# ---- block 1 ----
==> block_1/final_clocks.png <==
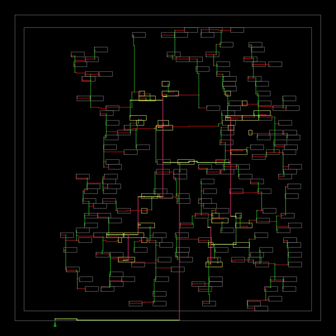

$ cat src/rtl/seq_divider_if.sv
// seq_divider_if: operand/start request and result/status bundle of the divider
interface seq_divider_if;
   logic        start;
   logic [31:0] dividend;
   logic [31:0] divisor;
   logic [31:0] hi;
   logic [31:0] lo;
   logic        busy;
   logic        done;
   logic        div_zero;
   modport master (output start, dividend, divisor, input hi, lo, busy, done, div_zero);
   modport slave (input start, dividend, divisor, output hi, lo, busy, done, div_zero);
endinterface

$ cat src/rtl/seq_divider.sv
// seq_divider: 32-bit signed restoring divider, one quotient bit per cycle, MIPS DIV semantics
module seq_divider (
   input logic          clk,
   input logic          reset,
   seq_divider_if.slave bus
);
   typedef enum logic [1:0] {IDLE, CALC, FIX, FINISH} state_t;
   state_t      state;
   logic [31:0] rem, quo, dvs, a_abs, b_abs;
   logic [32:0] diff;
   logic [5:0]  cnt;
   logic        sign_a, sign_b, zero_flag;
   always_comb begin
      a_abs = bus.dividend[31] ? -bus.dividend : bus.dividend;
      b_abs = bus.divisor[31] ? -bus.divisor : bus.divisor;
      diff  = {rem, quo[31]} - {1'b0, dvs};
   end
   always_ff @(posedge clk) begin
      if (!reset) begin
         state        <= IDLE;
         rem          <= '0;
         quo          <= '0;
         dvs          <= '0;
         cnt          <= '0;
         sign_a       <= 1'b0;
         sign_b       <= 1'b0;
         zero_flag    <= 1'b0;
         bus.hi       <= '0;
         bus.lo       <= '0;
         bus.busy     <= 1'b0;
         bus.done     <= 1'b0;
         bus.div_zero <= 1'b0;
      end else begin
         case (state)
            IDLE: if (bus.start) begin
               sign_a   <= bus.dividend[31];
               sign_b   <= bus.divisor[31];
               quo      <= a_abs;
               rem      <= '0;
               dvs      <= b_abs;
               cnt      <= '0;
               bus.busy <= 1'b1;
               if (b_abs == '0) begin
                  zero_flag    <= 1'b1;
                  bus.done     <= 1'b1;
                  bus.div_zero <= 1'b1;
                  state        <= FINISH;
               end else begin
                  state <= CALC;
               end
            end
            CALC: begin
               // diff[32] set means the trial subtraction went negative: restore
               rem   <= diff[32] ? {rem[30:0], quo[31]} : diff[31:0];
               quo   <= {quo[30:0], ~diff[32]};
               cnt   <= cnt + 6'd1;
               state <= (cnt == 6'd31) ? FIX : CALC;
            end
            FIX: begin
               bus.lo       <= (sign_a ^ sign_b) ? -quo : quo;
               bus.hi       <= sign_a ? -rem : rem;
               bus.done     <= 1'b1;
               bus.div_zero <= zero_flag;
               state        <= FINISH;
            end
            default: begin
               bus.done     <= 1'b0;
               bus.div_zero <= 1'b0;
               bus.busy     <= 1'b0;
               zero_flag    <= 1'b0;
               state        <= IDLE;
            end
         endcase
      end
   end
endmodule

$ cat src/flat_wrapper.sv
// flat-port wrapper written by rule: the top's interface ports become plain ports
module seq_divider_flat 
  (clk, reset, bus_start, bus_dividend, bus_divisor, bus_hi, bus_lo, bus_busy, bus_done, bus_div_zero);
  seq_divider_if bus_i ();
  input logic clk;
  input logic reset;
  input wire logic [$bits(bus_i.start)-1:0] bus_start;
  input wire logic [$bits(bus_i.dividend)-1:0] bus_dividend;
  input wire logic [$bits(bus_i.divisor)-1:0] bus_divisor;
  output wire logic [$bits(bus_i.hi)-1:0] bus_hi;
  output wire logic [$bits(bus_i.lo)-1:0] bus_lo;
  output wire logic [$bits(bus_i.busy)-1:0] bus_busy;
  output wire logic [$bits(bus_i.done)-1:0] bus_done;
  output wire logic [$bits(bus_i.div_zero)-1:0] bus_div_zero;
  assign bus_i.start = bus_start;
  assign bus_i.dividend = bus_dividend;
  assign bus_i.divisor = bus_divisor;
  assign bus_hi = bus_i.hi;
  assign bus_lo = bus_i.lo;
  assign bus_busy = bus_i.busy;
  assign bus_done = bus_i.done;
  assign bus_div_zero = bus_i.div_zero;
  seq_divider u_core (.clk(clk), .reset(reset), .bus(bus_i));
endmodule
$ cat config.mk
export PLATFORM = sky130hd
export DESIGN_NAME = seq_divider_flat
export DESIGN_NICKNAME = d
export VERILOG_FILES = /design/src/rtl/seq_divider_if.sv /design/src/rtl/seq_divider.sv /design/src/flat_wrapper.sv
export SDC_FILE = /design/constraint.sdc
export NUM_CORES = 1
export LEC_CHECK = 0
export CAP_MARGIN = 15
export CORE_MARGIN = 5
export CORE_UTILIZATION = 45
export CTS_CLUSTER_SIZE = 40
export DETAILED_ROUTE_END_ITERATION = 12
export MAX_ROUTING_LAYER = met4
export PLACE_DENSITY = 0.73
export SKIP_CTS_REPAIR_TIMING = 1
export SLEW_MARGIN = 40
export SYNTH_ARGS = -nofsm -noshare
export SYNTH_HDL_FRONTEND = slang
export SYNTH_SLANG_ARGS = --single-unit
$ cat constraint.sdc
create_clock -name clk -period 3.6 [get_ports clk]
set_input_delay 1.08 -clock clk [delete_from_list [all_inputs] [get_ports clk]]
set_output_delay 1.08 -clock clk [all_outputs]
set_load 0.02 [all_outputs]
# ---- block 2 ----
===== config.mk =====
export PLATFORM = sky130hd
export DESIGN_NAME = mips_multicycle_ctrl_flat
export DESIGN_NICKNAME = d
export VERILOG_FILES = /design/src/rtl/mips_multicycle_ctrl_if.sv /design/src/rtl/mips_multicycle_ctrl.sv /design/src/flat_wrapper.sv
export SDC_FILE = /design/constraint.sdc
export NUM_CORES = 1
export LEC_CHECK = 0
export CAP_MARGIN = 20
export CORE_MARGIN = 3
export CORE_UTILIZATION = 40
export DETAILED_ROUTE_END_ITERATION = 8
export GPL_ROUTABILITY_DRIVEN = 0
export GPL_TIMING_DRIVEN = 0
export PLACE_DENSITY = 0.72
export RECOVER_POWER = 50
export SETUP_SLACK_MARGIN = 0.5
export SLEW_MARGIN = 0
export SYNTH_ARGS = -nofsm -noshare
export SYNTH_HDL_FRONTEND = slang
export SYNTH_SLANG_ARGS = --single-unit

===== constraint.sdc =====
create_clock -name clk -period 2.04 [get_ports clk]
set_input_delay 0.306 -clock clk [delete_from_list [all_inputs] [get_ports clk]]
set_output_delay 0.306 -clock clk [all_outputs]
set_load 0.005 [all_outputs]

===== src/rtl/mips_multicycle_ctrl_if.sv =====
// Datapath-facing bus of the multi-cycle MIPS control FSM.
// master = controller side, slave = datapath/memory side.
interface mips_multicycle_ctrl_if #(
    parameter int unsigned CNT_W = 32
) ();
    logic             run_i;
    logic [5:0]       opcode_i;
    logic             mem_ready_i;
    logic             pc_write_o;
    logic             pc_write_cond_o;
    logic             i_or_d_o;
    logic             mem_read_o;
    logic             mem_write_o;
    logic             ir_write_o;
    logic             mem_to_reg_o;
    logic             reg_dst_o;
    logic             reg_write_o;
    logic             alu_src_a_o;
    logic [1:0]       alu_src_b_o;
    logic [1:0]       pc_source_o;
    logic [2:0]       alu_op_o;
    logic             busy_o;
    logic             trap_o;
    logic [3:0]       state_o;
    logic [CNT_W-1:0] instr_count_o;

    modport master (
        input  run_i, opcode_i, mem_ready_i,
        output pc_write_o, pc_write_cond_o, i_or_d_o, mem_read_o, mem_write_o, ir_write_o,
               mem_to_reg_o, reg_dst_o, reg_write_o, alu_src_a_o, alu_src_b_o, pc_source_o,
               alu_op_o, busy_o, trap_o, state_o, instr_count_o
    );

    modport slave (
        output run_i, opcode_i, mem_ready_i,
        input  pc_write_o, pc_write_cond_o, i_or_d_o, mem_read_o, mem_write_o, ir_write_o,
               mem_to_reg_o, reg_dst_o, reg_write_o, alu_src_a_o, alu_src_b_o, pc_source_o,
               alu_op_o, busy_o, trap_o, state_o, instr_count_o
    );
endinterface


===== src/rtl/mips_multicycle_ctrl.sv =====
// Multi-cycle MIPS control FSM with retired-instruction counter.
// Define CTRL_ILLEGAL_TRAP_EN to trap on illegal opcodes (default: treat them as NOPs).
module mips_multicycle_ctrl #(
    parameter int unsigned CNT_W = 32
) (
    input logic                    clk,
    input logic                    reset,
    mips_multicycle_ctrl_if.master bus
);
    typedef enum logic [3:0] {
        StIdle     = 4'd0,
        StFetch    = 4'd1,
        StDecode   = 4'd2,
        StMemAddr  = 4'd3,
        StMemRead  = 4'd4,
        StMemWb    = 4'd5,
        StMemWrite = 4'd6,
        StExecute  = 4'd7,
        StRWb      = 4'd8,
        StBranch   = 4'd9,
        StJump     = 4'd10,
        StIExec    = 4'd11,
        StIWb      = 4'd12,
        StTrap     = 4'd13
    } state_e;

    localparam logic [5:0] OpRType = 6'b000000;
    localparam logic [5:0] OpLw    = 6'b100011;
    localparam logic [5:0] OpSw    = 6'b101011;
    localparam logic [5:0] OpBeq   = 6'b000100;
    localparam logic [5:0] OpJ     = 6'b000010;
    localparam logic [5:0] OpAddi  = 6'b001000;
    localparam logic [5:0] OpOri   = 6'b001101;

    state_e           state_q, state_d;
    logic [CNT_W-1:0] cnt_q, cnt_d;
    state_e           next_instr;
    logic             retire;

    always_ff @(posedge clk or posedge reset) begin
        if (reset) begin
            state_q <= StIdle;
            cnt_q   <= '0;
        end else begin
            state_q <= state_d;
            cnt_q   <= cnt_d;
        end
    end

    // run_i is only looked at on an instruction's final cycle.
    assign next_instr = bus.run_i ? StFetch : StIdle;

    always_comb begin
        state_d = state_q;
        retire  = 1'b0;
        case (state_q)
            StIdle:  if (bus.run_i) state_d = StFetch;
            StFetch: if (bus.mem_ready_i) state_d = StDecode;
            StDecode: begin
                case (bus.opcode_i)
                    OpRType:      state_d = StExecute;
                    OpLw, OpSw:   state_d = StMemAddr;
                    OpBeq:        state_d = StBranch;
                    OpJ:          state_d = StJump;
                    OpAddi, OpOri: state_d = StIExec;
`ifdef CTRL_ILLEGAL_TRAP_EN
                    default:      state_d = StTrap;
`else
                    default:      state_d = next_instr;
`endif
                endcase
            end
            StMemAddr: state_d = (bus.opcode_i == OpSw) ? StMemWrite : StMemRead;
            StMemRead: if (bus.mem_ready_i) state_d = StMemWb;
            StMemWrite: begin
                if (bus.mem_ready_i) begin
                    state_d = next_instr;
                    retire  = 1'b1;
                end
            end
            StExecute: state_d = StRWb;
            StIExec:   state_d = StIWb;
            StMemWb, StRWb, StBranch, StJump, StIWb: begin
                state_d = next_instr;
                retire  = 1'b1;
            end
            StTrap:  state_d = StTrap;
            default: state_d = StIdle;
        endcase
        cnt_d = retire ? cnt_q + CNT_W'(1) : cnt_q;
    end

    always_comb begin
        bus.pc_write_o      = 1'b0;
        bus.pc_write_cond_o = 1'b0;
        bus.i_or_d_o        = 1'b0;
        bus.mem_read_o      = 1'b0;
        bus.mem_write_o     = 1'b0;
        bus.ir_write_o      = 1'b0;
        bus.mem_to_reg_o    = 1'b0;
        bus.reg_dst_o       = 1'b0;
        bus.reg_write_o     = 1'b0;
        bus.alu_src_a_o     = 1'b0;
        bus.alu_src_b_o     = 2'b00;
        bus.pc_source_o     = 2'b00;
        bus.alu_op_o        = 3'b000;
        bus.busy_o          = (state_q != StIdle);
        bus.trap_o          = 1'b0;
        bus.state_o         = state_q;
        case (state_q)
            StFetch: begin
                bus.mem_read_o  = 1'b1;
                bus.alu_src_b_o = 2'b01;
                bus.alu_op_o    = 3'b100;
                bus.ir_write_o  = bus.mem_ready_i;
                bus.pc_write_o  = bus.mem_ready_i;
            end
            StDecode: begin
                bus.alu_src_b_o = 2'b11;
                bus.alu_op_o    = 3'b100;
            end
            StMemAddr: begin
                bus.alu_src_a_o = 1'b1;
                bus.alu_src_b_o = 2'b10;
                bus.alu_op_o    = 3'b100;
            end
            StMemRead: begin
                bus.mem_read_o = 1'b1;
                bus.i_or_d_o   = 1'b1;
            end
            StMemWb: begin
                bus.mem_to_reg_o = 1'b1;
                bus.reg_write_o  = 1'b1;
            end
            StMemWrite: begin
                bus.mem_write_o = 1'b1;
                bus.i_or_d_o    = 1'b1;
            end
            StExecute: begin
                bus.alu_src_a_o = 1'b1;
                bus.alu_op_o    = 3'b111;
            end
            StRWb: begin
                bus.reg_dst_o   = 1'b1;
                bus.reg_write_o = 1'b1;
            end
            StBranch: begin
                bus.alu_src_a_o     = 1'b1;
                bus.alu_op_o        = 3'b110;
                bus.pc_write_cond_o = 1'b1;
                bus.pc_source_o     = 2'b01;
            end
            StJump: begin
                bus.pc_write_o  = 1'b1;
                bus.pc_source_o = 2'b10;
            end
            StIExec: begin
                bus.alu_src_a_o = 1'b1;
                bus.alu_src_b_o = 2'b10;
                bus.alu_op_o    = (bus.opcode_i == OpOri) ? 3'b101 : 3'b100;
            end
            StIWb: bus.reg_write_o = 1'b1;
            StTrap: begin
`ifdef CTRL_ILLEGAL_TRAP_EN
                bus.trap_o = 1'b1;
`endif
            end
            default: ;
        endcase
        // Belt and braces: never let a write strobe escape during reset.
        if (reset) begin
            bus.pc_write_o      = 1'b0;
            bus.pc_write_cond_o = 1'b0;
            bus.mem_write_o     = 1'b0;
            bus.ir_write_o      = 1'b0;
            bus.reg_write_o     = 1'b0;
        end
    end

    assign bus.instr_count_o = cnt_q;
endmodule

===== src/flat_wrapper.sv =====
// flat-port wrapper written by rule: the top's interface ports become plain ports
module mips_multicycle_ctrl_flat 
#(
    parameter int unsigned CNT_W = 32
)
  (clk, reset, bus_run_i, bus_opcode_i, bus_mem_ready_i, bus_pc_write_o, bus_pc_write_cond_o, bus_i_or_d_o, bus_mem_read_o, bus_mem_write_o, bus_ir_write_o, bus_mem_to_reg_o, bus_reg_dst_o, bus_reg_write_o, bus_alu_src_a_o, bus_alu_src_b_o, bus_pc_source_o, bus_alu_op_o, bus_busy_o, bus_trap_o, bus_state_o, bus_instr_count_o);
  mips_multicycle_ctrl_if #(.CNT_W(CNT_W)) bus_i ();
  input logic clk;
  input logic reset;
  input wire logic [$bits(bus_i.run_i)-1:0] bus_run_i;
  input wire logic [$bits(bus_i.opcode_i)-1:0] bus_opcode_i;
  input wire logic [$bits(bus_i.mem_ready_i)-1:0] bus_mem_ready_i;
  output wire logic [$bits(bus_i.pc_write_o)-1:0] bus_pc_write_o;
  output wire logic [$bits(bus_i.pc_write_cond_o)-1:0] bus_pc_write_cond_o;
  output wire logic [$bits(bus_i.i_or_d_o)-1:0] bus_i_or_d_o;
  output wire logic [$bits(bus_i.mem_read_o)-1:0] bus_mem_read_o;
  output wire logic [$bits(bus_i.mem_write_o)-1:0] bus_mem_write_o;
  output wire logic [$bits(bus_i.ir_write_o)-1:0] bus_ir_write_o;
  output wire logic [$bits(bus_i.mem_to_reg_o)-1:0] bus_mem_to_reg_o;
  output wire logic [$bits(bus_i.reg_dst_o)-1:0] bus_reg_dst_o;
  output wire logic [$bits(bus_i.reg_write_o)-1:0] bus_reg_write_o;
  output wire logic [$bits(bus_i.alu_src_a_o)-1:0] bus_alu_src_a_o;
  output wire logic [$bits(bus_i.alu_src_b_o)-1:0] bus_alu_src_b_o;
  output wire logic [$bits(bus_i.pc_source_o)-1:0] bus_pc_source_o;
  output wire logic [$bits(bus_i.alu_op_o)-1:0] bus_alu_op_o;
  output wire logic [$bits(bus_i.busy_o)-1:0] bus_busy_o;
  output wire logic [$bits(bus_i.trap_o)-1:0] bus_trap_o;
  output wire logic [$bits(bus_i.state_o)-1:0] bus_state_o;
  output wire logic [$bits(bus_i.instr_count_o)-1:0] bus_instr_count_o;
  assign bus_i.run_i = bus_run_i;
  assign bus_i.opcode_i = bus_opcode_i;
  assign bus_i.mem_ready_i = bus_mem_ready_i;
  assign bus_pc_write_o = bus_i.pc_write_o;
  assign bus_pc_write_cond_o = bus_i.pc_write_cond_o;
  assign bus_i_or_d_o = bus_i.i_or_d_o;
  assign bus_mem_read_o = bus_i.mem_read_o;
  assign bus_mem_write_o = bus_i.mem_write_o;
  assign bus_ir_write_o = bus_i.ir_write_o;
  assign bus_mem_to_reg_o = bus_i.mem_to_reg_o;
  assign bus_reg_dst_o = bus_i.reg_dst_o;
  assign bus_reg_write_o = bus_i.reg_write_o;
  assign bus_alu_src_a_o = bus_i.alu_src_a_o;
  assign bus_alu_src_b_o = bus_i.alu_src_b_o;
  assign bus_pc_source_o = bus_i.pc_source_o;
  assign bus_alu_op_o = bus_i.alu_op_o;
  assign bus_busy_o = bus_i.busy_o;
  assign bus_trap_o = bus_i.trap_o;
  assign bus_state_o = bus_i.state_o;
  assign bus_instr_count_o = bus_i.instr_count_o;
  mips_multicycle_ctrl #(.CNT_W(CNT_W)) u_core (.clk(clk), .reset(reset), .bus(bus_i));
endmodule

# ---- block 3 ----
### src/rtl/bram_stream_pkg.sv
// Shared types and helpers for the sample-buffer Port-A stream writer.
package bram_stream_pkg;

    typedef enum logic [1:0] {
        IDLE = 2'd0,
        RUN  = 2'd1,
        STOP = 2'd2
    } state_t;

    localparam int DEFAULT_DEPTH       = 16384;
    localparam int DEFAULT_BLOCK_WORDS = 1024;

    // Circular-buffer successor of a word index.
    function automatic int unsigned next_index(input int unsigned idx, input int unsigned depth);
        return (idx + 1 == depth) ? 0 : idx + 1;
    endfunction

endpackage

### src/rtl/bram_stream_writer.sv
// Port-A stream writer: valid/ready samples into a circular BRAM buffer with block interrupts.
// Build option BRAM_STREAM_WRITER_DROP_ON_FULL_EN: keep s_ready high in RUN and count dropped words.
module bram_stream_writer
    import bram_stream_pkg::*;
#(
    parameter int BRAM_ADDR_WIDTH = 16,
    parameter int BRAM_DATA_WIDTH = 32,
    parameter int DEPTH           = DEFAULT_DEPTH,
    parameter int BLOCK_WORDS     = DEFAULT_BLOCK_WORDS,
    localparam int PTR_W          = $clog2(DEPTH)
) (
    input  logic                       clk,
    input  logic                       rst,
    input  logic                       enable,
    input  logic                       clear,
    input  logic [BRAM_DATA_WIDTH-1:0] s_data,
    input  logic                       s_valid,
    output logic                       s_ready,
    // One bit wider than an index so an out-of-range software pointer is observable.
    input  logic [PTR_W:0]             rd_ptr,
    output logic [PTR_W-1:0]           wr_ptr,
    output logic                       block_irq,
    output logic [31:0]                block_count,
    output logic [31:0]                overflow_count,
    output logic                       full,
    output logic                       bram_clk,
    output logic                       bram_rst,
    output logic                       bram_en,
    output logic [3:0]                 bram_we,
    output logic [BRAM_ADDR_WIDTH-1:0] bram_addr,
    output logic [BRAM_DATA_WIDTH-1:0] bram_din
);

`ifdef BRAM_STREAM_WRITER_DROP_ON_FULL_EN
    localparam bit DROP_ON_FULL = 1'b1;
`else
    localparam bit DROP_ON_FULL = 1'b0;
`endif

    localparam logic [PTR_W-1:0] BLK_MASK = PTR_W'(BLOCK_WORDS - 1);

    state_t           state;
    state_t           next_state;
    logic [PTR_W-1:0] wr_next;
    logic             accept;
    logic             blk_end;

    assign bram_clk = clk;
    assign bram_rst = rst;

    assign wr_next = PTR_W'(next_index(32'(wr_ptr), DEPTH));
    assign full    = rd_ptr[PTR_W] || (wr_next == rd_ptr[PTR_W-1:0]);
    assign accept  = s_valid && s_ready;
    assign blk_end = (wr_ptr & BLK_MASK) == BLK_MASK;

    always_ff @(posedge clk) begin
        if (rst) begin
            state <= IDLE;
        end else begin
            state <= next_state;
        end
    end

    always_comb begin
        next_state = state;
        s_ready    = 1'b0;
        case (state)
            IDLE: begin
                if (enable) next_state = RUN;
            end
            RUN: begin
                s_ready = DROP_ON_FULL ? 1'b1 : !full;
                if (!enable) next_state = STOP;
            end
            STOP: begin
                next_state = IDLE;
            end
            default: begin
                next_state = IDLE;
            end
        endcase
    end

    // Write strobes are registered, so a word accepted in cycle N lands in cycle N+1.
    always_ff @(posedge clk) begin
        if (rst) begin
            wr_ptr         <= '0;
            block_irq      <= 1'b0;
            block_count    <= '0;
            overflow_count <= '0;
            bram_en        <= 1'b0;
            bram_we        <= 4'h0;
            bram_addr      <= '0;
            bram_din       <= '0;
        end else begin
            bram_en   <= 1'b0;
            bram_we   <= 4'h0;
            block_irq <= 1'b0;
            if (state == IDLE && clear) begin
                wr_ptr         <= '0;
                block_count    <= '0;
                overflow_count <= '0;
            end
            if (accept && !full) begin
                bram_en   <= 1'b1;
                bram_we   <= 4'hF;
                bram_addr <= BRAM_ADDR_WIDTH'({wr_ptr, 2'b00});
                bram_din  <= s_data;
                wr_ptr    <= wr_next;
                if (blk_end) begin
                    block_irq   <= 1'b1;
                    block_count <= block_count + 32'd1;
                end
            end else if (accept && overflow_count != '1) begin
                overflow_count <= overflow_count + 32'd1;
            end
        end
    end

endmodule

### config.mk
export PLATFORM = sky130hd
export DESIGN_NAME = bram_stream_writer
export DESIGN_NICKNAME = d
export VERILOG_FILES = /design/src/rtl/bram_stream_pkg.sv /design/src/rtl/bram_stream_writer.sv
export SDC_FILE = /design/constraint.sdc
export NUM_CORES = 1
export LEC_CHECK = 0
export ABC_AREA = 1
export CORE_MARGIN = 2
export CORE_UTILIZATION = 35
export CTS_BUF_LIST = sky130_fd_sc_hd__clkbuf_8
export CTS_CLUSTER_SIZE = 20
export DETAILED_ROUTE_END_ITERATION = 10
export GPL_ROUTABILITY_DRIVEN = 0
export PLACE_DENSITY = 0.6
export SYNTH_ARGS = -nofsm -noshare
export SYNTH_HDL_FRONTEND = slang
export SYNTH_SLANG_ARGS = --single-unit
### constraint.sdc
create_clock -name clk -period 5.3 [get_ports clk]
set_clock_uncertainty 0.05 [all_clocks]
set_input_delay 0.795 -clock clk [delete_from_list [all_inputs] [get_ports clk]]
set_output_delay 0.795 -clock clk [all_outputs]
set_load 0.02 [all_outputs]
==> block_3/clock_map.png <==
Scale bar: 50 um.
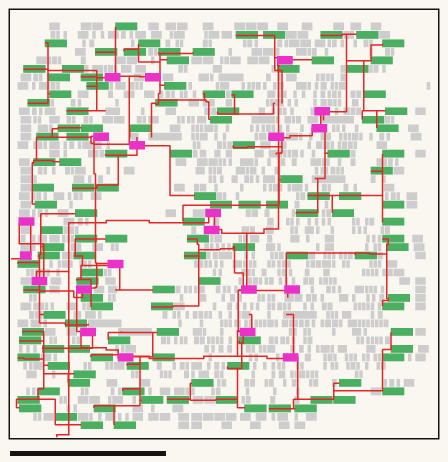
[red] clock wires | length: 1950 um
[magenta] cells driving clock nets | count: 21
[green] flip-flops | count: 128
routed clock nets: 22
flops lie: spread over the die

==> changes_impl.md, block 3 <==
## Implementation

- Amount of wire on met2 after detailed routing: 8.41 mm
- Post-synthesis cell area: 0.00621 mm2
- Multiplexer share of the synthesized area: 0.161%
- Data required time of the worst path: roughly 4500 ps
- Largest registers: block_count x32, bram_din x32, overflow_count x32
- Post-Synthesis Mean Instance Area: about 6.6 um2
- Dominant cell type by area after synthesis: dfxtp_1
- Class of the tightest hold or removal check: flip-flop to flip-flop
- Minimum period implied by the final worst setup slack: ~4600 ps
- Critical path startpoint: wr_ptr[0]
- Core region area: 0.0173 mm2
- Clock network fraction of design power: 50.9%
- Largest stage delay, worst path: roughly 600 ps
- Result of the run: completed
- Most frequent cell on the critical path: nand2_1
- R2R Path End: block_count[10]
==> block_1/clock_map.png <==
Scale bar: 50 um.
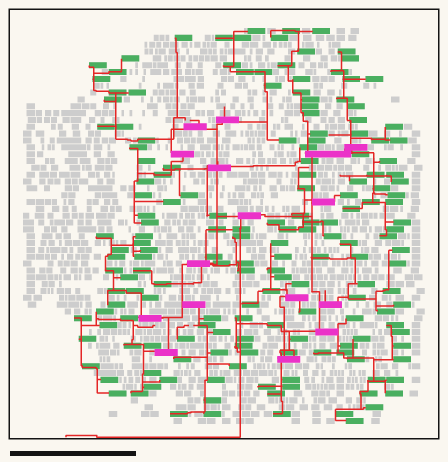
[green] flip-flops | count: 174
[magenta] cells driving clock nets | count: 17
[red] clock wires | length: 2180 um
flops lie: spread over the die

## Picture notes: block_1/final_clocks.png
number of clock buffers inserted by TritonCTS: 17
number of sequential cells in the layout: 174
clock buffers: 17
TritonCTS sink count: 174
insertion delay to the later sink of the worst-skew pair: 440 ps

==> changes_impl.md, block 1 <==
## Implementation

- Result of the run: completed
- X dimension of the die: 170 um
- EDFF count, synth: 0
- Internal power: 3.51 mW
- DRT antenna net count: 0
- FFs w/ async S/R, synth: 0%
- Most used flip-flop cell: dfxtp_1
- Number of multi-input combinational cells in the layout: roughly 1200
- Core region area: roughly 0.025 mm2
- Worst hold path startpoint: u_core.quo[23]
- Total via count in the routed design: about 11000
- Depth of the critical timing path with buffers and inverters included: 9
- Height of the die: ~170 um
- Worst Setup Slack post-DPL: -512 ps
- Critical path startpoint: bus_dividend[4]
- Nonclk buf count: approximately 260
- Maximum frequency from static timing analysis: 290 MHz
==> block_2/pdn.png <==
Scale bar: 20 um. Pins as bars on the die edge. Tap cells in grey.
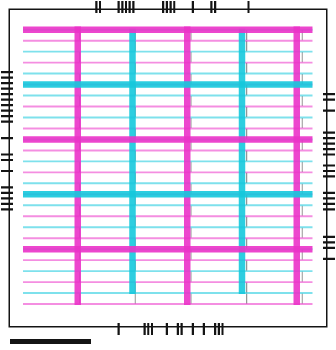
[cyan] VDD
[magenta] VSS
met1 rails: 26
signal pins: 65
rows: 25

==> changes_impl.md, block 2 <==
## Implementation

- Combinational Area: 0.00155 mm2
- Reported combinational group power: 2.43 mW
- Class of the tightest hold or removal check: flip-flop to flip-flop
- Total DRC errors in the routed layout: 0
- Non-clock buffering overhead in the final layout: roughly a third
- Min Hold Slack: about 480 ps
- CTS Root Cell: clkbuf_8
- Insertion delay to the later sink of the worst-skew pair: around 300 ps
- Total negative setup slack: 0 ps
- Switching power as a share of total power: 38.9%
- Count of cells along the worst hold path: 1
- Number of multi-input combinational cells in the layout: around 180
- Largest stage delay, worst path: between 400 and 500 ps
- Detailed-route wire length on metal 1: 3.28 mm
- Tot Pwr: 3.90 mW
- FFs w/ async S/R, synth: 100%
- Slew at the pin with the worst max-slew slack: slightly below 700 ps
- Area Overhead vs Synth: 95.1%
- Share of post-route cells with drive strength above 1: about 50%
- Origin of the critical flop-to-flop path: u_core.bus.state_o[1]
- Largest net degree at the start of global routing: 20
- Worst hold path startpoint: u_core.bus.instr_count_o[31]
- Result of the run: completed
- Setup skew after layout: between 15 and 20 ps
- Number of tap cells inserted: about 67
- Clock buffers: 7
- Total die size: 0.00613 mm2
- Via density per instance: roughly 5.8
- CTS clk-pin slew, worst paths: ~80 ps
- Leak Pwr: between 2 and 2.5 nW


==> screenshots <==
Signal wires by layer.
Plate I
Scale bar: 50 um. Two of the layers only.
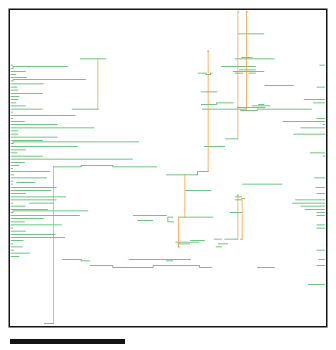
Plate II
Scale bar: 50 um. Two of the layers only.
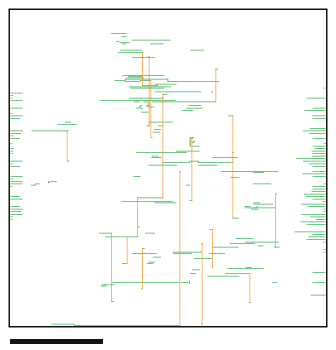
Plate III
Scale bar: 20 um. Two of the layers only.
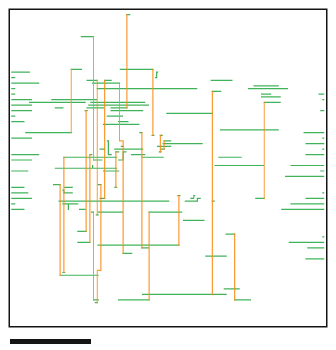
The one with the smallest die is Plate III.
The one with the least wire is Plate III.
Plate II comes from block 1.
Plate III comes from block 2.
Plate I comes from block 3.

Key to Plate II:
[orange] met4 | wire length: 554 um
[green] met3 | wire length: 1630 um

Power is estimated from default activity; no workload was simulated.
